# level_digit_font

level_digit_font, the metal 2 layer:
The bar under the picture is 20 µm long. Cells faint in the background.
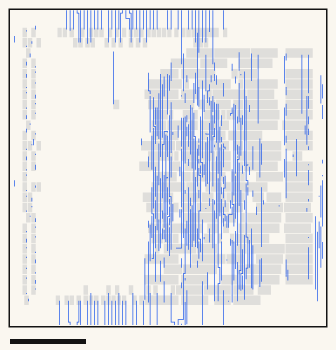

===== src/rtl/level_digit_font_pkg.sv =====
// Shared geometry constants and the 5-bit digit glyph table for the HUD digit font.
// Each digit entry packs its seven 5-bit row patterns with row 0 in the top bits.
package level_digit_font_pkg;

    localparam int GLYPH_ROWS     = 9;
    localparam int GLYPH_W        = 16;
    localparam int GLYPH_BITS     = GLYPH_ROWS * GLYPH_W;
    localparam int DIGIT_ROWS     = 7;
    localparam int BLANK_CODE_MIN = 10;
    localparam int PATTERN_W      = 5;

    typedef logic [PATTERN_W-1:0]            pattern_t;
    typedef logic [DIGIT_ROWS*PATTERN_W-1:0] digit_glyph_t;

    localparam digit_glyph_t DIGIT_TABLE [BLANK_CODE_MIN] = '{
        {5'h0E, 5'h11, 5'h13, 5'h15, 5'h19, 5'h11, 5'h0E},  // 0
        {5'h04, 5'h0C, 5'h04, 5'h04, 5'h04, 5'h04, 5'h0E},  // 1
        {5'h0E, 5'h11, 5'h01, 5'h02, 5'h04, 5'h08, 5'h1F},  // 2
        {5'h1F, 5'h02, 5'h04, 5'h02, 5'h01, 5'h11, 5'h0E},  // 3
        {5'h02, 5'h06, 5'h0A, 5'h12, 5'h1F, 5'h02, 5'h02},  // 4
        {5'h1F, 5'h10, 5'h1E, 5'h01, 5'h01, 5'h11, 5'h0E},  // 5
        {5'h06, 5'h08, 5'h10, 5'h1E, 5'h11, 5'h11, 5'h0E},  // 6
        {5'h1F, 5'h01, 5'h02, 5'h04, 5'h08, 5'h08, 5'h08},  // 7
        {5'h0E, 5'h11, 5'h11, 5'h0E, 5'h11, 5'h11, 5'h0E},  // 8
        {5'h0E, 5'h11, 5'h11, 5'h0F, 5'h01, 5'h02, 5'h0C}   // 9
    };

    // Pattern for digit row k (0..6); any code outside 0..9 yields a blank row.
    function automatic pattern_t digit_pattern(input logic [4:0] digit, input int row);
        digit_glyph_t glyph;
        pattern_t     pat;
        pat = '0;
        if (int'(digit) < BLANK_CODE_MIN && row >= 0 && row < DIGIT_ROWS) begin
            glyph = DIGIT_TABLE[int'(digit)];
            pat   = glyph[(DIGIT_ROWS-row)*PATTERN_W-1 -: PATTERN_W];
        end
        return pat;
    endfunction

endpackage


===== src/rtl/level_digit_font.sv =====
// Registered decimal-digit glyph ROM: digit code in, 9x16 bitmap out one cycle later.
// Rows 0 and 8 stay blank; rows 1..7 carry the 5-pixel pattern shifted by COL_SHIFT.
module level_digit_font
    import level_digit_font_pkg::*;
#(
    parameter int COL_SHIFT = 6
) (
    input  logic                  clk,
    input  logic                  rst_n,
    input  logic [4:0]            level_num,
    output logic [GLYPH_BITS-1:0] data
);

    logic [GLYPH_BITS-1:0] glyph;

    always_comb begin
        glyph = '0;
        for (int r = 1; r <= DIGIT_ROWS; r++) begin
            glyph[GLYPH_BITS-1-GLYPH_W*r -: GLYPH_W] =
                GLYPH_W'(digit_pattern(level_num, r - 1)) << COL_SHIFT;
        end
    end

    // NOTE: registered state uses non-blocking assignment so every reader sees the pre-edge value.
    always_ff @(posedge clk or negedge rst_n) begin
        if (!rst_n) begin
            data <= '0;
        end else begin
            data <= glyph;
        end
    end

endmodule


===== config.mk =====
export PLATFORM = sky130hd
export DESIGN_NAME = level_digit_font
export DESIGN_NICKNAME = d
export VERILOG_FILES = /design/src/rtl/level_digit_font_pkg.sv /design/src/rtl/level_digit_font.sv
export SDC_FILE = /design/constraint.sdc
export NUM_CORES = 1
export LEC_CHECK = 0
export CAP_MARGIN = 25
export CORE_MARGIN = 3
export CORE_UTILIZATION = 36
export DETAILED_ROUTE_END_ITERATION = 7
export MAX_ROUTING_LAYER = met4
export PLACE_DENSITY = 0.82
export SYNTH_ARGS = -nofsm -noshare
export SYNTH_HDL_FRONTEND = slang
export SYNTH_SLANG_ARGS = --single-unit
export TNS_END_PERCENT = 20

===== constraint.sdc =====
create_clock -name clk -period 0.8 [get_ports clk]
set_input_delay 0.16 -clock clk [delete_from_list [all_inputs] [get_ports clk]]
set_output_delay 0.16 -clock clk [all_outputs]
set_load 0.05 [all_outputs]

# seg7_readback_decoder_flat

<file path="src/rtl/seg7_pkg.sv">
// rtl/seg7_pkg.sv - shared seven-segment pattern constants, widths and types
package seg7_pkg;

  localparam int SEG_W      = 7;
  localparam int CODE_W     = 3;
  localparam int NUM_DIGITS = 1 << CODE_W;

  localparam logic [SEG_W-1:0] SEG7_BLANK = 7'b0000000;

  // Bit order gfedcba, 1 = lit
  localparam logic [SEG_W-1:0] SEG7_DIGIT [0:NUM_DIGITS-1] = '{
    7'b0111111,
    7'b0000110,
    7'b1011011,
    7'b1001111,
    7'b1100110,
    7'b1101101,
    7'b1111101,
    7'b0000111
  };

  typedef enum logic [0:0] {
    IDLE = 1'b0,
    EMIT = 1'b1
  } seg7_state_t;

  typedef struct packed {
    logic [CODE_W-1:0]     code;
    logic [NUM_DIGITS-1:0] onehot;
    logic                  none;
    logic                  err;
  } seg7_result_t;

endpackage

</file>
<file path="src/rtl/seg7_readback_decoder_if.sv">
// rtl/seg7_readback_decoder_if.sv - result handshake bundle of the readback decoder
interface seg7_readback_decoder_if;
  import seg7_pkg::*;

  logic                  out_valid;
  logic                  out_ready;
  logic [CODE_W-1:0]     out_code;
  logic [NUM_DIGITS-1:0] out_onehot;
  logic                  out_none;
  logic                  out_err;
  logic [7:0]            err_count;

  modport master (
    output out_valid, out_code, out_onehot, out_none, out_err, err_count,
    input  out_ready
  );

  modport slave (
    input  out_valid, out_code, out_onehot, out_none, out_err, err_count,
    output out_ready
  );

endinterface

</file>
<file path="src/rtl/seg7_pattern_decode.sv">
// rtl/seg7_pattern_decode.sv - combinational segment pattern to digit/none/error lookup
module seg7_pattern_decode
  import seg7_pkg::*;
(
  input  logic [SEG_W-1:0] seg,
  input  logic             dp,
  output seg7_result_t     result
);

  always_comb begin
    result = '0;
    if (dp) begin
      // A lit dp only means "none" when every segment is dark
      result.none = (seg == SEG7_BLANK);
      result.err  = (seg != SEG7_BLANK);
    end else begin
      result.err = 1'b1;
      for (int i = 0; i < NUM_DIGITS; i++) begin
        if (seg == SEG7_DIGIT[i]) begin
          result.code   = CODE_W'(i);
          result.onehot = NUM_DIGITS'(1) << i;
          result.err    = 1'b0;
        end
      end
    end
  end

endmodule

</file>
<file path="src/rtl/seg7_readback_decoder.sv">
// rtl/seg7_readback_decoder.sv - debounced seven-segment readback decoder; SEG7_ERR_COUNT_EN enables err_count
module seg7_readback_decoder
  import seg7_pkg::*;
#(
  parameter int STABLE_CYCLES = 4
) (
  input  logic                    clk,
  input  logic                    rst,
  input  logic [SEG_W-1:0]        seg_in,
  input  logic                    dp_in,
  seg7_readback_decoder_if.master rb
);

  localparam logic [3:0] STABLE = 4'(STABLE_CYCLES);

  logic [SEG_W:0] sample;
  logic [SEG_W:0] s_q;
  logic [SEG_W:0] emit_pat;
  logic [SEG_W:0] last_pat;
  logic           last_vld;
  logic [3:0]     cnt;
  seg7_state_t    state;
  seg7_state_t    state_nxt;
  seg7_result_t   dec;
  seg7_result_t   res_q;
  logic           launch;
  logic           handshake;

  assign sample = {dp_in, seg_in};

  always_ff @(posedge clk or posedge rst) begin
    if (rst) begin
      s_q <= '0;
      cnt <= '0;
    end else begin
      s_q <= sample;
      if (sample == s_q) begin
        if (cnt != STABLE) cnt <= cnt + 4'd1;
      end else begin
        cnt <= '0;
      end
    end
  end

  seg7_pattern_decode u_decode (
    .seg    (s_q[SEG_W-1:0]),
    .dp     (s_q[SEG_W]),
    .result (dec)
  );

  always_ff @(posedge clk or posedge rst) begin
    if (rst) state <= IDLE;
    else     state <= state_nxt;
  end

  always_comb begin
    state_nxt = state;
    launch    = 1'b0;
    handshake = 1'b0;
    case (state)
      IDLE: begin
        if (cnt == STABLE && (!last_vld || s_q != last_pat)) begin
          launch    = 1'b1;
          state_nxt = EMIT;
        end
      end
      EMIT: begin
        if (rb.out_ready) begin
          handshake = 1'b1;
          state_nxt = IDLE;
        end
      end
      default: state_nxt = IDLE;
    endcase
  end

  // Result is frozen at launch so a changing input cannot disturb a pending transfer
  always_ff @(posedge clk or posedge rst) begin
    if (rst) begin
      res_q    <= '0;
      emit_pat <= '0;
      last_pat <= '0;
      last_vld <= 1'b0;
    end else if (launch) begin
      res_q    <= dec;
      emit_pat <= s_q;
    end else if (handshake) begin
      res_q    <= '0;
      last_pat <= emit_pat;
      last_vld <= 1'b1;
    end
  end

  always_comb begin
    rb.out_valid  = 1'b0;
    rb.out_code   = '0;
    rb.out_onehot = '0;
    rb.out_none   = 1'b0;
    rb.out_err    = 1'b0;
    if (state == EMIT) begin
      rb.out_valid  = 1'b1;
      rb.out_code   = res_q.code;
      rb.out_onehot = res_q.onehot;
      rb.out_none   = res_q.none;
      rb.out_err    = res_q.err;
    end
  end

`ifdef SEG7_ERR_COUNT_EN
  logic [7:0] err_cnt_q;

  always_ff @(posedge clk or posedge rst) begin
    if (rst) begin
      err_cnt_q <= '0;
    end else if (handshake && res_q.err && err_cnt_q != 8'hFF) begin
      err_cnt_q <= err_cnt_q + 8'd1;
    end
  end

  assign rb.err_count = err_cnt_q;
`else
  assign rb.err_count = '0;
`endif

endmodule

</file>
<file path="src/flat_wrapper.sv">
// flat-port wrapper written by rule: the top's interface ports become plain ports
module seg7_readback_decoder_flat import seg7_pkg::*;
#(
  parameter int STABLE_CYCLES = 4
)
  (clk, rst, seg_in, dp_in, rb_out_valid, rb_out_code, rb_out_onehot, rb_out_none, rb_out_err, rb_err_count, rb_out_ready);
  seg7_readback_decoder_if rb_i ();
  input  logic clk;
  input  logic rst;
  input  logic [SEG_W-1:0] seg_in;
  input  logic dp_in;
  output wire logic [$bits(rb_i.out_valid)-1:0] rb_out_valid;
  output wire logic [$bits(rb_i.out_code)-1:0] rb_out_code;
  output wire logic [$bits(rb_i.out_onehot)-1:0] rb_out_onehot;
  output wire logic [$bits(rb_i.out_none)-1:0] rb_out_none;
  output wire logic [$bits(rb_i.out_err)-1:0] rb_out_err;
  output wire logic [$bits(rb_i.err_count)-1:0] rb_err_count;
  input wire logic [$bits(rb_i.out_ready)-1:0] rb_out_ready;
  assign rb_out_valid = rb_i.out_valid;
  assign rb_out_code = rb_i.out_code;
  assign rb_out_onehot = rb_i.out_onehot;
  assign rb_out_none = rb_i.out_none;
  assign rb_out_err = rb_i.out_err;
  assign rb_err_count = rb_i.err_count;
  assign rb_i.out_ready = rb_out_ready;
  seg7_readback_decoder #(.STABLE_CYCLES(STABLE_CYCLES)) u_core (.clk(clk), .rst(rst), .seg_in(seg_in), .dp_in(dp_in), .rb(rb_i));
endmodule
</file>
<file path="config.mk">
export PLATFORM = sky130hd
export DESIGN_NAME = seg7_readback_decoder_flat
export DESIGN_NICKNAME = d
export VERILOG_FILES = /design/src/rtl/seg7_pkg.sv /design/src/rtl/seg7_readback_decoder_if.sv /design/src/rtl/seg7_pattern_decode.sv /design/src/rtl/seg7_readback_decoder.sv /design/src/flat_wrapper.sv
export SDC_FILE = /design/constraint.sdc
export NUM_CORES = 1
export LEC_CHECK = 0
export CAP_MARGIN = 20
export CORE_MARGIN = 10
export CORE_UTILIZATION = 53
export CTS_BUF_LIST = sky130_fd_sc_hd__clkbuf_8 sky130_fd_sc_hd__clkbuf_16
export DETAILED_ROUTE_END_ITERATION = 10
export GPL_ROUTABILITY_DRIVEN = 0
export GPL_TIMING_DRIVEN = 0
export PLACE_DENSITY = 0.79
export SETUP_SLACK_MARGIN = 0.05
export SLEW_MARGIN = 40
export SYNTH_ARGS = -nofsm -noshare
export SYNTH_HDL_FRONTEND = slang
export SYNTH_SLANG_ARGS = --single-unit
</file>
<file path="constraint.sdc">
create_clock -name clk -period 5.3 [get_ports clk]
set_clock_uncertainty 0.1 [all_clocks]
set_input_delay 1.325 -clock clk [delete_from_list [all_inputs] [get_ports clk]]
set_output_delay 1.325 -clock clk [all_outputs]
set_load 0.1 [all_outputs]
</file>
# scroller_param_flat

`config.mk`:
```
export PLATFORM = sky130hd
export DESIGN_NAME = scroller_param_flat
export DESIGN_NICKNAME = d
export VERILOG_FILES = /design/src/rtl/scroller_param_if.sv /design/src/rtl/scroller_param.sv /design/src/flat_wrapper.sv
export SDC_FILE = /design/constraint.sdc
export NUM_CORES = 1
export LEC_CHECK = 0
export ABC_AREA = 0
export CORE_AREA = 2 2 39 41
export DETAILED_ROUTE_END_ITERATION = 6
export DIE_AREA = 0 0 41 43
export SLEW_MARGIN = 10
export SYNTH_ARGS = -nofsm -noshare
export SYNTH_HDL_FRONTEND = slang
export SYNTH_SLANG_ARGS = --single-unit
```
`constraint.sdc`:
```
create_clock -name clk -period 4.5 [get_ports clk]
set_input_delay 0.9 -clock clk [delete_from_list [all_inputs] [get_ports clk]]
set_output_delay 0.9 -clock clk [all_outputs]
set_load 0.02 [all_outputs]
```
`src/rtl/scroller_param_if.sv`:
```
`default_nettype none
// ============================================================================
// Module      : scroller_param_if
// Description : Command / status bundle between a scan controller and the
//               scroller_param address sequencer.
//               master modport : scan controller (drives commands)
//               slave modport  : sequencer (drives address and status)
// Signals     : start, en, dir, oneshot        command inputs to sequencer
//               addr[ADDR_W], addr_valid,      registered sequencer outputs
//               wrap, done
//               load, load_addr[ADDR_W]        present only with SCROLL_LOAD_EN
// Config      : SCROLL_LOAD_EN adds the direct address-load command pair.
// Revision    : 1.0 - initial release
// ============================================================================
interface scroller_param_if #(
  parameter int ADDR_W = 4
);
  logic              start;
  logic              en;
  logic              dir;
  logic              oneshot;
  logic [ADDR_W-1:0] addr;
  logic              addr_valid;
  logic              wrap;
  logic              done;
`ifdef SCROLL_LOAD_EN
  logic              load;
  logic [ADDR_W-1:0] load_addr;
`endif

`ifdef SCROLL_LOAD_EN
  modport master (
    output start, en, dir, oneshot, load, load_addr,
    input  addr, addr_valid, wrap, done
  );
  modport slave (
    input  start, en, dir, oneshot, load, load_addr,
    output addr, addr_valid, wrap, done
  );
`else
  modport master (
    output start, en, dir, oneshot,
    input  addr, addr_valid, wrap, done
  );
  modport slave (
    input  start, en, dir, oneshot,
    output addr, addr_valid, wrap, done
  );
`endif
endinterface
`default_nettype wire

```
`src/rtl/scroller_param.sv`:
```
`default_nettype none
// ============================================================================
// Module      : scroller_param
// Description : Address sequencer for the hourly car-count RAM. Walks the
//               addresses 0..DEPTH-1 up or down, holding each for DWELL
//               enabled cycles, in free-running or one-shot mode.
// Ports       : clk          system clock, rising edge
//               rst          asynchronous reset, active low
//               bus (slave)  start/en/dir/oneshot in;
//                            addr/addr_valid/wrap/done out (all registered)
// Parameters  : DEPTH  (1..2**ADDR_W) number of scanned addresses
//               ADDR_W width of addr
//               DWELL  (>=1) cycles each address is held
// Config      : SCROLL_LOAD_EN enables bus.load / bus.load_addr, which jump
//               the scan to a (clamped) address while scanning.
// Revision    : 1.0 - initial release
// ============================================================================
module scroller_param #(
  parameter int DEPTH  = 8,
  parameter int ADDR_W = 4,
  parameter int DWELL  = 1
) (
  input  wire logic        clk,
  input  wire logic        rst,
  scroller_param_if.slave  bus
);

  // --------------------------------------------------------------------------
  // Constants
  // --------------------------------------------------------------------------
  localparam int                DW_W         = (DWELL > 1) ? $clog2(DWELL) : 1;
  localparam logic [DW_W-1:0]   c_DWELL_LAST = DW_W'(DWELL - 1);
  localparam logic [ADDR_W-1:0] c_ADDR_MAX   = ADDR_W'(DEPTH - 1);
  localparam logic [ADDR_W-1:0] c_ADDR_ZERO  = '0;

  localparam logic [1:0] c_ST_IDLE = 2'd0;
  localparam logic [1:0] c_ST_SCAN = 2'd1;
  localparam logic [1:0] c_ST_DONE = 2'd2;

  // --------------------------------------------------------------------------
  // State registers
  // --------------------------------------------------------------------------
  logic [1:0]        r_state;
  logic [ADDR_W-1:0] r_addr;
  logic [DW_W-1:0]   r_dwell;
  logic              r_addr_valid;
  logic              r_wrap;
  logic              r_done;

  // --------------------------------------------------------------------------
  // Next-state wires
  // --------------------------------------------------------------------------
  logic [1:0]        w_state_nxt;
  logic [ADDR_W-1:0] w_addr_nxt;
  logic [DW_W-1:0]   w_dwell_nxt;
  logic              w_valid_nxt;
  logic              w_wrap_nxt;
  logic              w_done_nxt;

  logic [ADDR_W-1:0] w_first;
  logic [ADDR_W-1:0] w_last;
  logic [ADDR_W-1:0] w_step;
  logic              w_at_last;
  logic              w_dwell_end;
  logic              w_load;
  logic [ADDR_W-1:0] w_load_addr;

  // First/last address follow dir as sampled on the current edge, so a
  // direction change mid-scan simply reverses from wherever addr is.
  assign w_first     = bus.dir ? c_ADDR_MAX  : c_ADDR_ZERO;
  assign w_last      = bus.dir ? c_ADDR_ZERO : c_ADDR_MAX;
  assign w_at_last   = (r_addr == w_last);
  assign w_dwell_end = (r_dwell == c_DWELL_LAST);

  // The step is only used when addr is not the last address, so addr-1 never
  // underflows below 0 and addr+1 never passes DEPTH-1.
  assign w_step = bus.dir ? (r_addr - ADDR_W'(1)) : (r_addr + ADDR_W'(1));

`ifdef SCROLL_LOAD_EN
  assign w_load      = bus.load;
  // Out-of-range load targets saturate to the highest legal address.
  assign w_load_addr = (bus.load_addr > c_ADDR_MAX) ? c_ADDR_MAX : bus.load_addr;
`else
  assign w_load      = 1'b0;
  assign w_load_addr = c_ADDR_ZERO;
`endif

  // --------------------------------------------------------------------------
  // Next-state logic. Priority: start > load > advance.
  // --------------------------------------------------------------------------
  always_comb begin
    w_state_nxt = r_state;
    w_addr_nxt  = r_addr;
    w_dwell_nxt = r_dwell;
    w_valid_nxt = r_addr_valid;
    w_wrap_nxt  = 1'b0;
    w_done_nxt  = r_done;

    if (bus.start) begin
      // Start/restart from any state; suppresses any wrap on this edge.
      w_state_nxt = c_ST_SCAN;
      w_addr_nxt  = w_first;
      w_dwell_nxt = '0;
      w_valid_nxt = 1'b1;
      w_done_nxt  = 1'b0;
    end else if (r_state == c_ST_SCAN) begin
      if (w_load) begin
        w_addr_nxt  = w_load_addr;
        w_dwell_nxt = '0;
      end else if (bus.en) begin
        if (!w_dwell_end) begin
          w_dwell_nxt = r_dwell + DW_W'(1);
        end else begin
          w_dwell_nxt = '0;
          if (!w_at_last) begin
            w_addr_nxt = w_step;
          end else begin
            w_wrap_nxt = 1'b1;
            if (bus.oneshot) begin
              // Park on the last address with status flipped to done.
              w_state_nxt = c_ST_DONE;
              w_valid_nxt = 1'b0;
              w_done_nxt  = 1'b1;
            end else begin
              w_addr_nxt = w_first;
            end
          end
        end
      end
    end
  end

  // --------------------------------------------------------------------------
  // Registers
  // --------------------------------------------------------------------------
  always_ff @(posedge clk or negedge rst) begin
    if (!rst) begin
      r_state      <= c_ST_IDLE;
      r_addr       <= '0;
      r_dwell      <= '0;
      r_addr_valid <= 1'b0;
      r_wrap       <= 1'b0;
      r_done       <= 1'b0;
    end else begin
      r_state      <= w_state_nxt;
      r_addr       <= w_addr_nxt;
      r_dwell      <= w_dwell_nxt;
      r_addr_valid <= w_valid_nxt;
      r_wrap       <= w_wrap_nxt;
      r_done       <= w_done_nxt;
    end
  end

  // --------------------------------------------------------------------------
  // Outputs
  // --------------------------------------------------------------------------
  assign bus.addr       = r_addr;
  assign bus.addr_valid = r_addr_valid;
  assign bus.wrap       = r_wrap;
  assign bus.done       = r_done;

endmodule
`default_nettype wire

```
`src/flat_wrapper.sv`:
```
// flat-port wrapper written by rule: the top's interface ports become plain ports
module scroller_param_flat 
#(
  parameter int DEPTH  = 8,
  parameter int ADDR_W = 4,
  parameter int DWELL  = 1
)
  (clk, rst, bus_start, bus_en, bus_dir, bus_oneshot, bus_addr, bus_addr_valid, bus_wrap, bus_done);
  scroller_param_if #(.ADDR_W(ADDR_W)) bus_i ();
  input  wire logic clk;
  input  wire logic rst;
  input wire logic [$bits(bus_i.start)-1:0] bus_start;
  input wire logic [$bits(bus_i.en)-1:0] bus_en;
  input wire logic [$bits(bus_i.dir)-1:0] bus_dir;
  input wire logic [$bits(bus_i.oneshot)-1:0] bus_oneshot;
  output wire logic [$bits(bus_i.addr)-1:0] bus_addr;
  output wire logic [$bits(bus_i.addr_valid)-1:0] bus_addr_valid;
  output wire logic [$bits(bus_i.wrap)-1:0] bus_wrap;
  output wire logic [$bits(bus_i.done)-1:0] bus_done;
  assign bus_i.start = bus_start;
  assign bus_i.en = bus_en;
  assign bus_i.dir = bus_dir;
  assign bus_i.oneshot = bus_oneshot;
  assign bus_addr = bus_i.addr;
  assign bus_addr_valid = bus_i.addr_valid;
  assign bus_wrap = bus_i.wrap;
  assign bus_done = bus_i.done;
  scroller_param #(.DEPTH(DEPTH), .ADDR_W(ADDR_W), .DWELL(DWELL)) u_core (.clk(clk), .rst(rst), .bus(bus_i));
endmodule
```
# pipelined_cla_adder

<file path="config.mk">
export PLATFORM = sky130hd
export DESIGN_NAME = pipelined_cla_adder
export DESIGN_NICKNAME = d
export VERILOG_FILES = /design/src/rtl/cla_pkg.sv /design/src/rtl/cla_segment.sv /design/src/rtl/pipelined_cla_adder.sv
export SDC_FILE = /design/constraint.sdc
export NUM_CORES = 1
export LEC_CHECK = 0
export CORE_MARGIN = 8
export CORE_UTILIZATION = 50
export DETAILED_ROUTE_END_ITERATION = 12
export GPL_TIMING_DRIVEN = 0
export PLACE_DENSITY = 0.76
export SYNTH_ARGS = -nofsm -noshare
export SYNTH_HDL_FRONTEND = slang
export SYNTH_HIERARCHICAL = 1
export SYNTH_SLANG_ARGS = --single-unit
</file>
<file path="constraint.sdc">
create_clock -name clock -period 1.75 [get_ports clock]
set_clock_uncertainty 0.1 [all_clocks]
set_input_delay 0.2625 -clock clock [delete_from_list [all_inputs] [get_ports clock]]
set_output_delay 0.2625 -clock clock [all_outputs]
set_load 0.02 [all_outputs]
</file>
<file path="src/rtl/cla_pkg.sv">
// rtl/cla_pkg.sv - shared opcodes, stage control type and lookahead helper for the pipelined CLA adder
// Purpose : common definitions imported by cla_segment and pipelined_cla_adder.
// Contents: OP_ADD/OP_SUB opcodes, stage_ctl_t per-stage control word,
//           cla_gp() single-bit generate/propagate.
package cla_pkg;

   localparam logic OP_ADD = 1'b0;
   localparam logic OP_SUB = 1'b1;

   // Control part of the per-stage payload. The WIDTH-dependent operand and
   // partial-sum words travel in parallel arrays alongside it, because a
   // package-level struct cannot be sized by the adder's WIDTH parameter.
   typedef struct packed {
      logic valid;
      logic sub;
      logic carry;
   } stage_ctl_t;

   // Returns {generate, propagate} for one bit position.
   function automatic logic [1:0] cla_gp(input logic a, input logic b);
      return {a & b, a ^ b};
   endfunction

endpackage

</file>
<file path="src/rtl/cla_segment.sv">
// rtl/cla_segment.sv - combinational SEG-bit carry-lookahead adder segment
// Purpose : adds one SEG-bit slice using generate/propagate lookahead.
// Ports   : a_i   [SEG-1:0] operand A slice
//           b_i   [SEG-1:0] operand B' slice (already inverted for subtract)
//           c_i             carry into the slice
//           sum_o [SEG-1:0] slice sum
//           c_o             carry out of the slice
module cla_segment
   import cla_pkg::*;
#(
   parameter int SEG = 8
) (
   input  logic [SEG-1:0] a_i,
   input  logic [SEG-1:0] b_i,
   input  logic           c_i,
   output logic [SEG-1:0] sum_o,
   output logic           c_o
);

   logic [SEG-1:0] g;
   logic [SEG-1:0] p;
   logic [SEG:0]   c;
   logic           grp_g;
   logic           grp_p;

   always_comb begin
      g = '0;
      p = '0;
      for (int i = 0; i < SEG; i++) begin
         {g[i], p[i]} = cla_gp(a_i[i], b_i[i]);
      end
   end

   // Each carry is formed from the group generate/propagate of bits [i:0]
   // and the slice carry-in, rather than from the previous bit's carry.
   always_comb begin
      grp_g = 1'b0;
      grp_p = 1'b1;
      c     = '0;
      c[0]  = c_i;
      for (int i = 0; i < SEG; i++) begin
         grp_g    = g[i] | (p[i] & grp_g);
         grp_p    = grp_p & p[i];
         c[i + 1] = grp_g | (grp_p & c_i);
      end
   end

   assign sum_o = p ^ c[SEG-1:0];
   assign c_o   = c[SEG];

endmodule

</file>
<file path="src/rtl/pipelined_cla_adder.sv">
// rtl/pipelined_cla_adder.sv - STAGES-deep pipelined carry-lookahead add/subtract with valid/ready
// Purpose : WIDTH-bit A+B+c0 / A-B split into STAGES lookahead segments with a
//           registered carry between them; overflow, carry, less-than, not-equal flags.
// Ports   : clock, reset (async, active-low)
//           in_valid/in_ready, in_a, in_b, in_sub, in_c0   operand beat
//           out_valid/out_ready, out_result, out_cout, out_ovf, out_lt, out_ne   result beat
// Options : CLA_SATURATE_EN - clamp out_result to the signed extreme on overflow.
module pipelined_cla_adder
   import cla_pkg::*;
#(
   parameter int WIDTH  = 32,
   parameter int STAGES = 4
) (
   input  logic             clock,
   input  logic             reset,
   input  logic             in_valid,
   output logic             in_ready,
   input  logic [WIDTH-1:0] in_a,
   input  logic [WIDTH-1:0] in_b,
   input  logic             in_sub,
   input  logic             in_c0,
   output logic             out_valid,
   input  logic             out_ready,
   output logic [WIDTH-1:0] out_result,
   output logic             out_cout,
   output logic             out_ovf,
   output logic             out_lt,
   output logic             out_ne
);

   localparam int SEG = WIDTH / STAGES;
   localparam int L   = STAGES - 1;
   localparam int MSB = WIDTH - 1;

   // Stage registers: register k holds a beat whose slices [0..k] are summed.
   stage_ctl_t       ctl_q [STAGES];
   logic [WIDTH-1:0] a_q   [STAGES];
   logic [WIDTH-1:0] bp_q  [STAGES];
   logic [WIDTH-1:0] sum_q [STAGES];

   stage_ctl_t       ctl_d [STAGES];
   logic [WIDTH-1:0] a_d   [STAGES];
   logic [WIDTH-1:0] bp_d  [STAGES];
   logic [WIDTH-1:0] sum_d [STAGES];

   // What each stage's segment works on: the prepared inputs for stage 0,
   // otherwise the previous stage register.
   stage_ctl_t       src_ctl [STAGES];
   logic [WIDTH-1:0] src_a   [STAGES];
   logic [WIDTH-1:0] src_bp  [STAGES];
   logic [WIDTH-1:0] src_sum [STAGES];

   logic [SEG-1:0]   seg_sum [STAGES];
   logic             seg_c   [STAGES];
   logic [STAGES-1:0] adv;

   // A stage advances if it is empty or everything below it advances; unrolled,
   // that is out_ready or any empty stage at or after k. Written this way so the
   // ready chain is a flat OR with no self-referencing vector.
   always_comb begin
      logic room;
      adv = '0;
      for (int k = 0; k < STAGES; k++) begin
         room = out_ready;
         for (int j = k; j < STAGES; j++) begin
            room = room | ~ctl_q[j].valid;
         end
         adv[k] = room;
      end
   end

   assign in_ready = adv[0];

   always_comb begin
      src_ctl[0].valid = in_valid;
      src_ctl[0].sub   = in_sub;
      src_ctl[0].carry = (in_sub == OP_SUB) ? 1'b1 : in_c0;
      src_a[0]         = in_a;
      src_bp[0]        = (in_sub == OP_ADD) ? in_b : ~in_b;
      src_sum[0]       = '0;
      for (int k = 1; k < STAGES; k++) begin
         src_ctl[k] = ctl_q[k-1];
         src_a[k]   = a_q[k-1];
         src_bp[k]  = bp_q[k-1];
         src_sum[k] = sum_q[k-1];
      end
   end

   for (genvar k = 0; k < STAGES; k++) begin : g_seg
      cla_segment #(.SEG(SEG)) u_seg (
         .a_i   (src_a[k][k*SEG +: SEG]),
         .b_i   (src_bp[k][k*SEG +: SEG]),
         .c_i   (src_ctl[k].carry),
         .sum_o (seg_sum[k]),
         .c_o   (seg_c[k])
      );
   end

   always_comb begin
      for (int k = 0; k < STAGES; k++) begin
         ctl_d[k].valid = src_ctl[k].valid;
         ctl_d[k].sub   = src_ctl[k].sub;
         ctl_d[k].carry = seg_c[k];
         a_d[k]         = src_a[k];
         bp_d[k]        = src_bp[k];
         sum_d[k]       = src_sum[k];
         sum_d[k][k*SEG +: SEG] = seg_sum[k];
      end
   end

   always_ff @(posedge clock or negedge reset) begin
      if (!reset) begin
         for (int k = 0; k < STAGES; k++) begin
            ctl_q[k] <= '0;
            a_q[k]   <= '0;
            bp_q[k]  <= '0;
            sum_q[k] <= '0;
         end
      end else begin
         for (int k = 0; k < STAGES; k++) begin
            if (adv[k]) begin
               ctl_q[k] <= ctl_d[k];
               a_q[k]   <= a_d[k];
               bp_q[k]  <= bp_d[k];
               sum_q[k] <= sum_d[k];
            end
         end
      end
   end

   // Flags are derived from the last stage register only, so they hold still
   // for as long as the result is stalled.
   logic [WIDTH-1:0] fin_sum;
   logic             fin_ovf;

   assign fin_sum   = sum_q[L];
   assign fin_ovf   = (a_q[L][MSB] == bp_q[L][MSB]) && (fin_sum[MSB] != a_q[L][MSB]);
   assign out_valid = ctl_q[L].valid;
   assign out_cout  = ctl_q[L].carry;
   assign out_ovf   = fin_ovf;
   assign out_lt    = ctl_q[L].sub & (fin_sum[MSB] ^ fin_ovf);
   assign out_ne    = ctl_q[L].sub & (|fin_sum);

`ifdef CLA_SATURATE_EN
   always_comb begin
      out_result = fin_sum;
      if (fin_ovf) begin
         out_result = a_q[L][MSB] ? {1'b1, {MSB{1'b0}}} : {1'b0, {MSB{1'b1}}};
      end
   end
`else
   assign out_result = fin_sum;
`endif

endmodule

</file>
scroller_param_flat, M1 wires:
The bar under the picture is 10 µm long. Cells faint in the background.
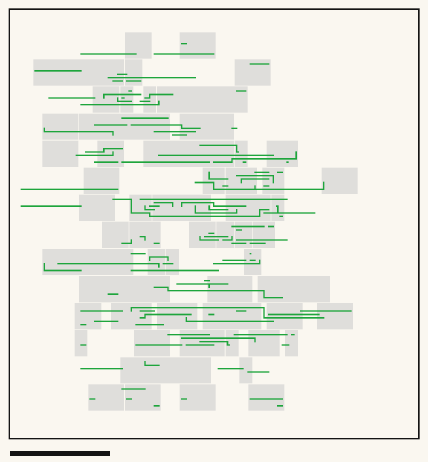
wire length on this layer	411 µm
share of all routed wire	48%

scroller_param_flat, pin map:
The bar under the picture is 10 µm long. Pins as bars across the die edge, other pins in grey.
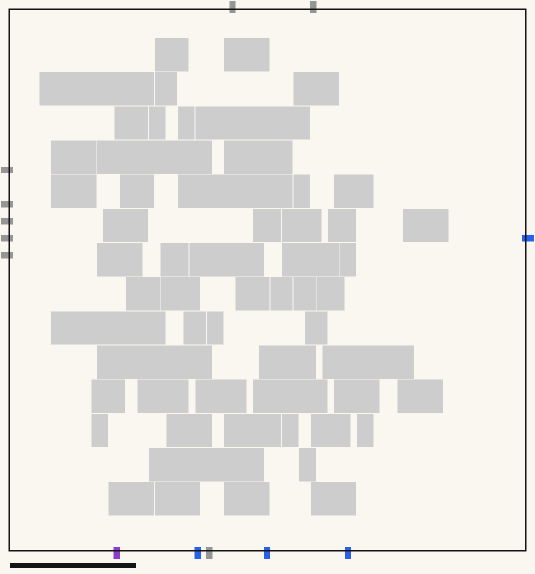
port	colour	pins	direction	edge
`bus_addr`	blue	4	output	3 south, 1 east
`rst`	purple	1	input	south
all pins by edge	5 south, 5 west, 2 north, 1 east

==> flow_metrics.env, scroller_param_flat <==
# flow metrics
export IMPL_instances_no_fill=74
export IMPL_peakVddDrop_uv=249.9
export IMPL_critPathCaptureType="register"
export IMPL_top_area_cell="dfrtp_1"
export IMPL_mux_share_pct=9.239
export IMPL_ys_seq_elements=7
export IMPL_fin_area_um2=626.9
export IMPL_core_area_um2=1384
export IMPL_r2r_start="u_core.bus.addr[1]"
export IMPL_synth_seq_share_pct=38.04
export IMPL_ctsResizeCount=0
export IMPL_max_freq_ghz=0.3834
export IMPL_gp_congestion=0.7560
export IMPL_cts_tree="built"
export IMPL_fa_ha_area_share_pct=9.783
export IMPL_wl_per_cell_um=11.68
export IMPL_warnings=26
export IMPL_cp_slowest_stage_delay_ns=0.52
export IMPL_ys_warn_count=0
export IMPL_area_growth_synth_to_final_pct=36.14
export IMPL_fillCellCount=144
export IMPL_insertion_delay_ns=0.25
export IMPL_clock_area_share_pct=4.192
export IMPL_post_place_cells=70
export IMPL_ff_latch_area_um2=175.2
export IMPL_grt_pass1_wl_mm=1.628
export IMPL_drt_wl_total_um=864
export IMPL_fp_util_pct=33.27
export IMPL_top_area_share_pct=38.04
export IMPL_status="completed"
export IMPL_cts_sinks=7
export IMPL_fin_ws_ns=1.891
export IMPL_min_period_over_period_pct=57.97
export IMPL_worst_slew_pin_slew_ns=0.3352
export IMPL_nNonClkInverters=6
export IMPL_grt_max_degree=9
export IMPL_cts_made_buffers=3
export IMPL_startpoint="bus_dir"
export IMPL_clockBufferCount=4
export IMPL_postCtsHoldBufs=0
export IMPL_htree_levels=1
[scroller_param_flat: sequential cells by signal, indices dropped and copies added (netlist names)]
| signal | count |
|---|---|
| u_core.bus.addr | 4 |
| u_core.bus.wrap | 1 |
| u_core.r_state | 2 |
[scroller_param_flat: power breakdown]
part           leakage, nW  switching, W  internal [W]   total, W
registers           0.0850     0.0000186     0.0000808  0.0000995
clock network       0.0150     0.0000223     0.0000338  0.0000561
logic                0.162     0.0000890     0.0000865   0.000175
total                0.262      0.000130      0.000201   0.000331
[scroller_param_flat: synth_stat cells]
master    n
o21ai_1   1
xor2_2    1
o41ai_1   1
inv_1     6
nor4b_2   1
xor2_1    1
o311ai_0  1
ha_1      2
o21a_1    1
nor2_2    1
nand3b_1  2
xnor2_1   1
or2_1     1
a21oi_1   2
nand3_1   1
nand2_1   2
a41oi_2   1
a31oi_2   1
mux2_2    2
fa_1      1
o21ai_0   1
nor2b_1   1
mux2i_1   2
dfrtp_1   7
and3_1    1
[scroller_param_flat: metal layers]
layer	GRT usage, %	part of all wire (%)	wire (µm)	vias to the layer above
li1	-	-	-	182
met1	18.58	47	410	170
met2	20.00	46	399	8
met3	1.571	3.0	26	4
met4	12.00	3.1	27	0
met5	0	0	0	-
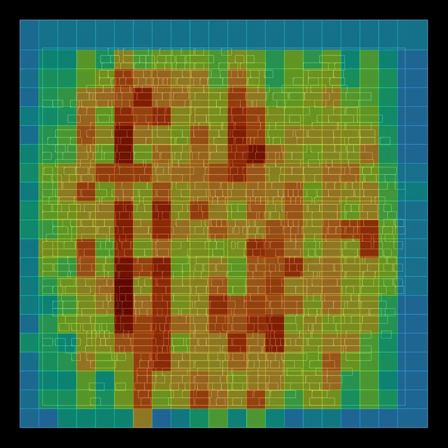
pipelined_cla_adder: track usage over the die
DR WL/cell: 20.54 µm
final core utilization: 69.11%
met3 global-route usage: 3.823%

==> flow_metrics.env, pipelined_cla_adder <==
# flow metrics
export IMPL_crit_end="out_ne"
export IMPL_seqPwrFrac_pct=40.1
export IMPL_r2r_cells=6
export IMPL_bufAreaShareNonClock_pct=14.58
export IMPL_grt_max_degree=133
export IMPL_antenna_found_initial=0
export IMPL_avgSynthCellArea_um2=13.85
export IMPL_gp_congestion=0.8259
export IMPL_grt_setup_unrepaired="true"
export IMPL_hold_end="ctl_d[7]"
export IMPL_clockBufferCount=24
export IMPL_core_area_um2=17300
export IMPL_seq_share_pct=39.83
export IMPL_fin_ws_ns=-0.3707
export IMPL_grt_busiest_layer="met2"
export IMPL_whs_ns=0.1321
export IMPL_cts_made_buffers=17
export IMPL_setup_viol=21
export IMPL_async_flop_share_pct=100.0
export IMPL_worst_slew_pin_slew_ns=0.6783
export IMPL_met3WireLength_um=739
export IMPL_synth_net_count=744
export IMPL_internal_power_w=0.01157
export IMPL_whs_path_depth=2
export IMPL_insertion_delay_ns=0.42
export IMPL_synthesis_area_um2=8837
export IMPL_yosys_cell_types_count=37
export IMPL_leakage_nw=5.099
export IMPL_fin_area_um2=11950
export IMPL_antenna_left=0
export IMPL_grt_pass1_vias=6361
export IMPL_area_leaders="dfrtp_1, mux2_2, mux2_4"
export IMPL_status="finished, violations left"
export IMPL_violations="setup timing"
export IMPL_cts_setup_buffers=35
pipelined_cla_adder: logic make-up (layout without fill, tap and decap cells):
logic type	after synthesis	after routing	share of synthesized area, %
fa+ha+maj	36	36	5.437
compound gates	60	60	5.267
flops	190	190	53.80
mux	162	162	21.83
buf+inv	35	213	2.110
xor+xnor	56	56	5.550
simple gates	99	99	6.003
pipelined_cla_adder: worst max-delay path, stage by stage, from the launching register on:
cell and delay [ns]:
dfrtp_1 0.41, nor4_2 0.36, nand4_1 0.18, o21a_1 0.25, buf_6 0.14
pipelined_cla_adder: synthesized netlist by cell type, drive strengths merged (5+ instances only):
cell type	count
nand2	11
nand3	32
xor2	12
nor3	8
nor4	8
o21ai	30
mux2	162
clkbuf	6
inv	5
ha	32
dfrtp	190
or2	6
nor2	21
xnor2	44
buf	24
a21oi	8
pipelined_cla_adder: flip-flops by register name, summed over array words and instances (netlist names):
register    flops
bp_q            1
src_sum        48
out_result     32
ctl_d           6
a_q             1
ctl_q           4
bp_d           48
a_d            48
out_valid       1
out_cout        1
seg7_readback_decoder_flat, the metal 2 layer:
The bar under the picture is 20 µm long. Cells faint in the background.
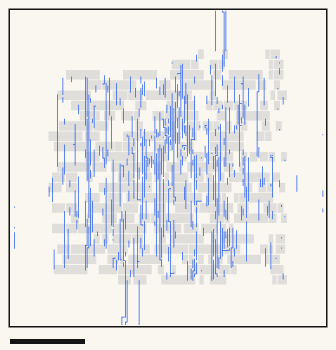
longest straight run	32.6 µm
wire length on this layer	1740 µm

==> flow_metrics.env, seg7_readback_decoder_flat <==
# flow metrics
export IMPL_pg_seq_w=0.000341
export IMPL_ff2ff_setup_slack_ns=3.26
export IMPL_relSlewSlack_pct=64.09
export IMPL_warnings=27
export IMPL_crit_buf_inv=2
export IMPL_grt_usage_pct=11.81
export IMPL_top_area_cell="dfrtp_1"
export IMPL_die_x_um=83.84
export IMPL_p_clk_w=0.000227
export IMPL_setup_viol=0
export IMPL_placed_cell_area_um2=2421
export IMPL_final_core_util_pct=63.48
export IMPL_first_pass_iters=4
export IMPL_grt_pass1_wl_mm=6.893
export IMPL_max_freq_ghz=0.3268
export IMPL_critical_path_class="register to output port"
export IMPL_edf_count=0
export IMPL_cts_tree="built"
export IMPL_synth_seq_share_pct=49.83
export IMPL_hold_end="u_core.last_vld"
export IMPL_holdCritPathClass="register to register"
export IMPL_status="completed"
export IMPL_combinationalPowerShare_pct=12.0
export IMPL_cts_sinks=43
export IMPL_fa_ha_area_share_pct=1.159
export IMPL_r2r_cells=6
export IMPL_min_period_ns=3.060
export IMPL_antenna_found_initial=0
export IMPL_ctsResizeCount=0
export IMPL_avgSynthCellArea_um2=11.07
export IMPL_yosys_area_um2=2160
export IMPL_startpoint="u_core.state"
export IMPL_whs_path_depth=1
export IMPL_htree_levels=2
export IMPL_grt_ovfl_total=0
export IMPL_hold_viol=0
export IMPL_area_leaders="dfrtp_1, mux2_2, xnor2_1"
seg7_readback_decoder_flat: cell families (layout without fill, tap and decap cells):
kind of cell | count (synthesis) | count (layout)
buf+inv | 27 | 59
mux | 17 | 17
flops | 43 | 43
compound gates | 21 | 21
xor+xnor | 19 | 19
simple gates | 65 | 65
other cells | 1 | 8
fa+ha+maj | 2 | 2
seg7_readback_decoder_flat: layer usage:
| layer | part of all wire [%] | vias to the layer above | GRT usage [%] |
|---|---|---|---|
| met3 | 8.5 | 8 | 4.199 |
| met1 | 45 | 727 | 14.45 |
| met2 | 44 | 44 | 17.21 |
| met5 | 0 | - | 0 |
| met4 | 2.5 | 0 | 7.458 |
| li1 | - | 739 | - |
seg7_readback_decoder_flat: cell type report:
cell class	instances	area, µm²	area share [%]
multi-input combinational	132	948.4	37.62
tap	50	62.56	2.481
timing repair buffer	24	170.2	6.749
clock buffer	7	96.34	3.821
clock inverter	1	3.754	0.1489
sequential	43	1076	42.68
buffer	23	146.4	5.806
inverter	4	17.52	0.6948
level_digit_font, track usage over the die:
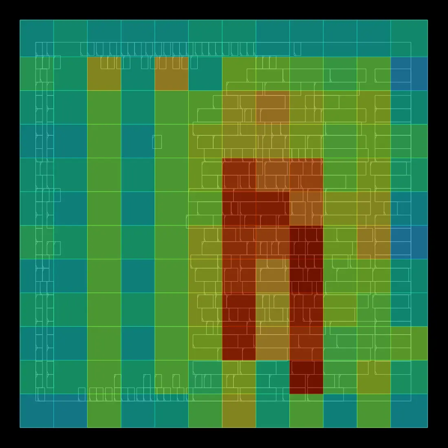
GRT Resource Usage Total: 12.34%
met3 global-route usage: 3.653%
met2 Track Usage GR: 23.32%

Notes on 'the metal 2 layer' of level_digit_font above:
main direction	vertical
longest straight run	31.6 µm

==> flow_metrics.env, level_digit_font <==
# flow metrics
export IMPL_combinationalPowerShare_pct=44.7
export IMPL_ys_cells=227
export IMPL_fin_ws_ns=-0.2449
export IMPL_setup_viol=39
export IMPL_edf_count=0
export IMPL_status="finished, violations left"
export IMPL_fin_area_um2=2928
export IMPL_synth_xor_xnor_area_share_pct=0
export IMPL_crit_cells=1
export IMPL_grt_ovfl_total=0
export IMPL_top_area_share_pct=39.28
export IMPL_violations="setup timing"
export IMPL_crit_chain="buf_12"
export IMPL_core_area_um2=5642
export IMPL_cts_tree="built"
export IMPL_synthTopCellsByCount="buf_4, dfrtp_1, a21oi_1"
[level_digit_font: stage by stage]
stage               hold slack (ns)  TNS [ns]  worst slack [ns]
floorplan                   -0.1356    -3.721           -0.2037
global placement             0.5442    -22.56           -0.8043
detailed placement           0.5489    -23.23           -0.8480
CTS                          0.2308    -7.453           -0.2544
global route                 0.2528    -8.217           -0.2638
finish                       0.2465    -7.203           -0.2449
[level_digit_font: area by class of cell]
type                            instances  area (µm²)  share of cell area [%]
Clock buffer                            5       68.82                   2.350
Clock inverter                          3       15.01                  0.5128
Inverter                                6       36.28                   1.239
Multi-Input combinational cell        181       985.9                   33.68
Sequential cell                        31       780.7                   26.67
Tap cell                               72       90.09                   3.077
Timing Repair Buffer                   64       950.9                   32.48
[level_digit_font: layout by cell type, fill, tap and decap left out, types with 2 or more instances in the layout]
master	instances
nand2_1	11
buf_4	21
ha_4	2
inv_2	2
nor2_2	2
conb_1	109
a21oi_2	10
nand2_2	2
clkbuf_8	5
nand2b_4	2
dfrtp_1	27
dfrtp_2	4
buf_6	2
nor2_1	9
buf_12	36
a21oi_1	10
a21o_4	2
ha_2	3
ha_1	4
o21ai_0	2
clkinv_2	3


## Gallery

Metal 3.
panel A
The bar under the picture is 20 µm long. Cells faint in the background.
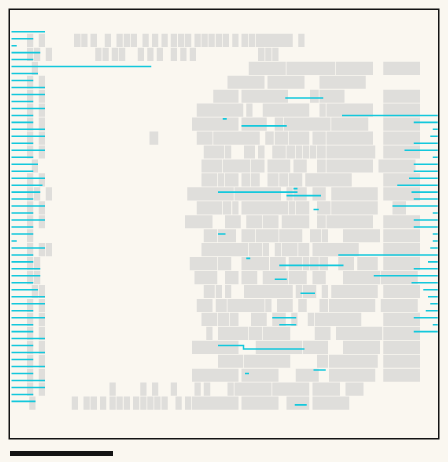
panel B
The bar under the picture is 20 µm long. Cells faint in the background.
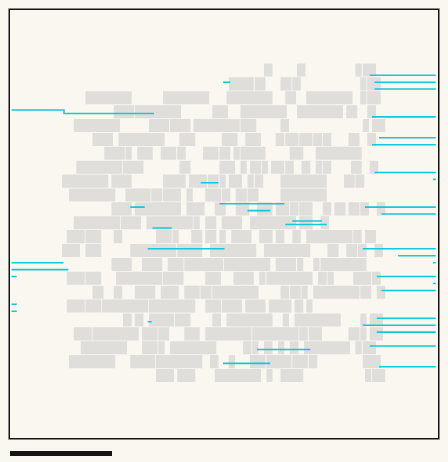
panel C
The bar under the picture is 50 µm long. Cells faint in the background.
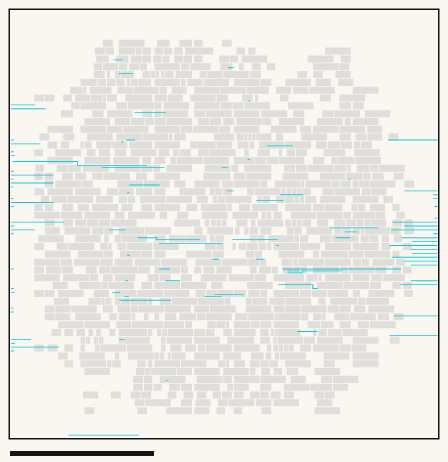
panel D
The bar under the picture is 10 µm long. Cells faint in the background.
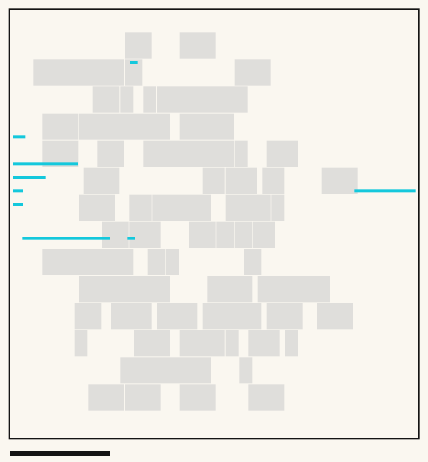
Of these, largest die: panel C
- panel B = seg7_readback_decoder_flat
- panel C = pipelined_cla_adder
- panel D = scroller_param_flat
- panel A = level_digit_font

Key to panel A:
wire length on this layer	514 µm
longest straight run	26.9 µm
share of all routed wire	12%
nets with wire on the layer	94
main direction	horizontal


==> screenshots <==
M1 wires.
picture 1
The bar under the picture is 20 µm long. Cells faint in the background.
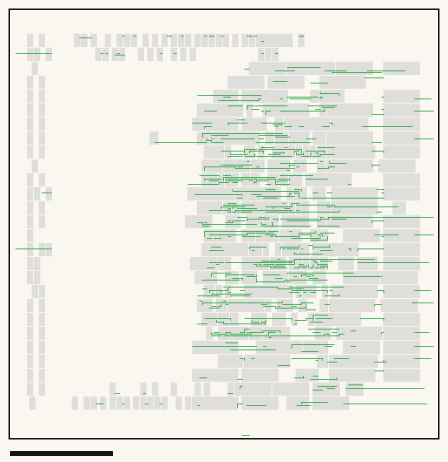
picture 2
The bar under the picture is 20 µm long. Cells faint in the background.
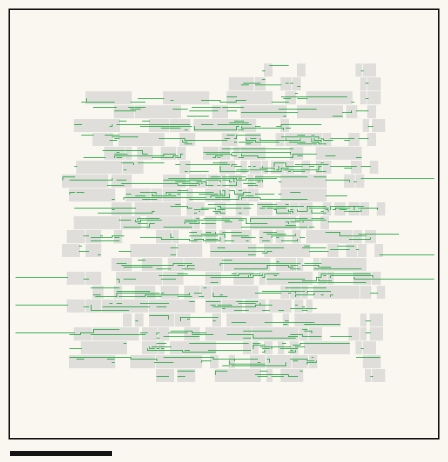
picture 3
The bar under the picture is 50 µm long. Cells faint in the background.
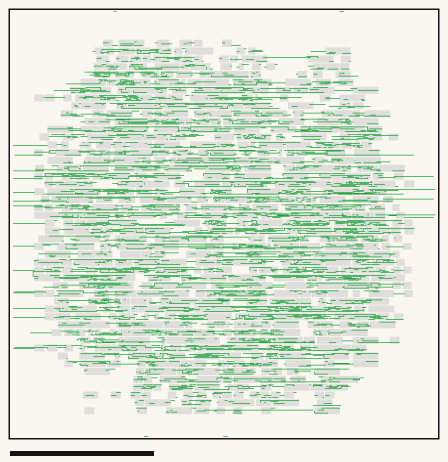
seg7_readback_decoder_flat -> picture 2
level_digit_font -> picture 1
pipelined_cla_adder -> picture 3

Power and IR drop assume default switching activity.
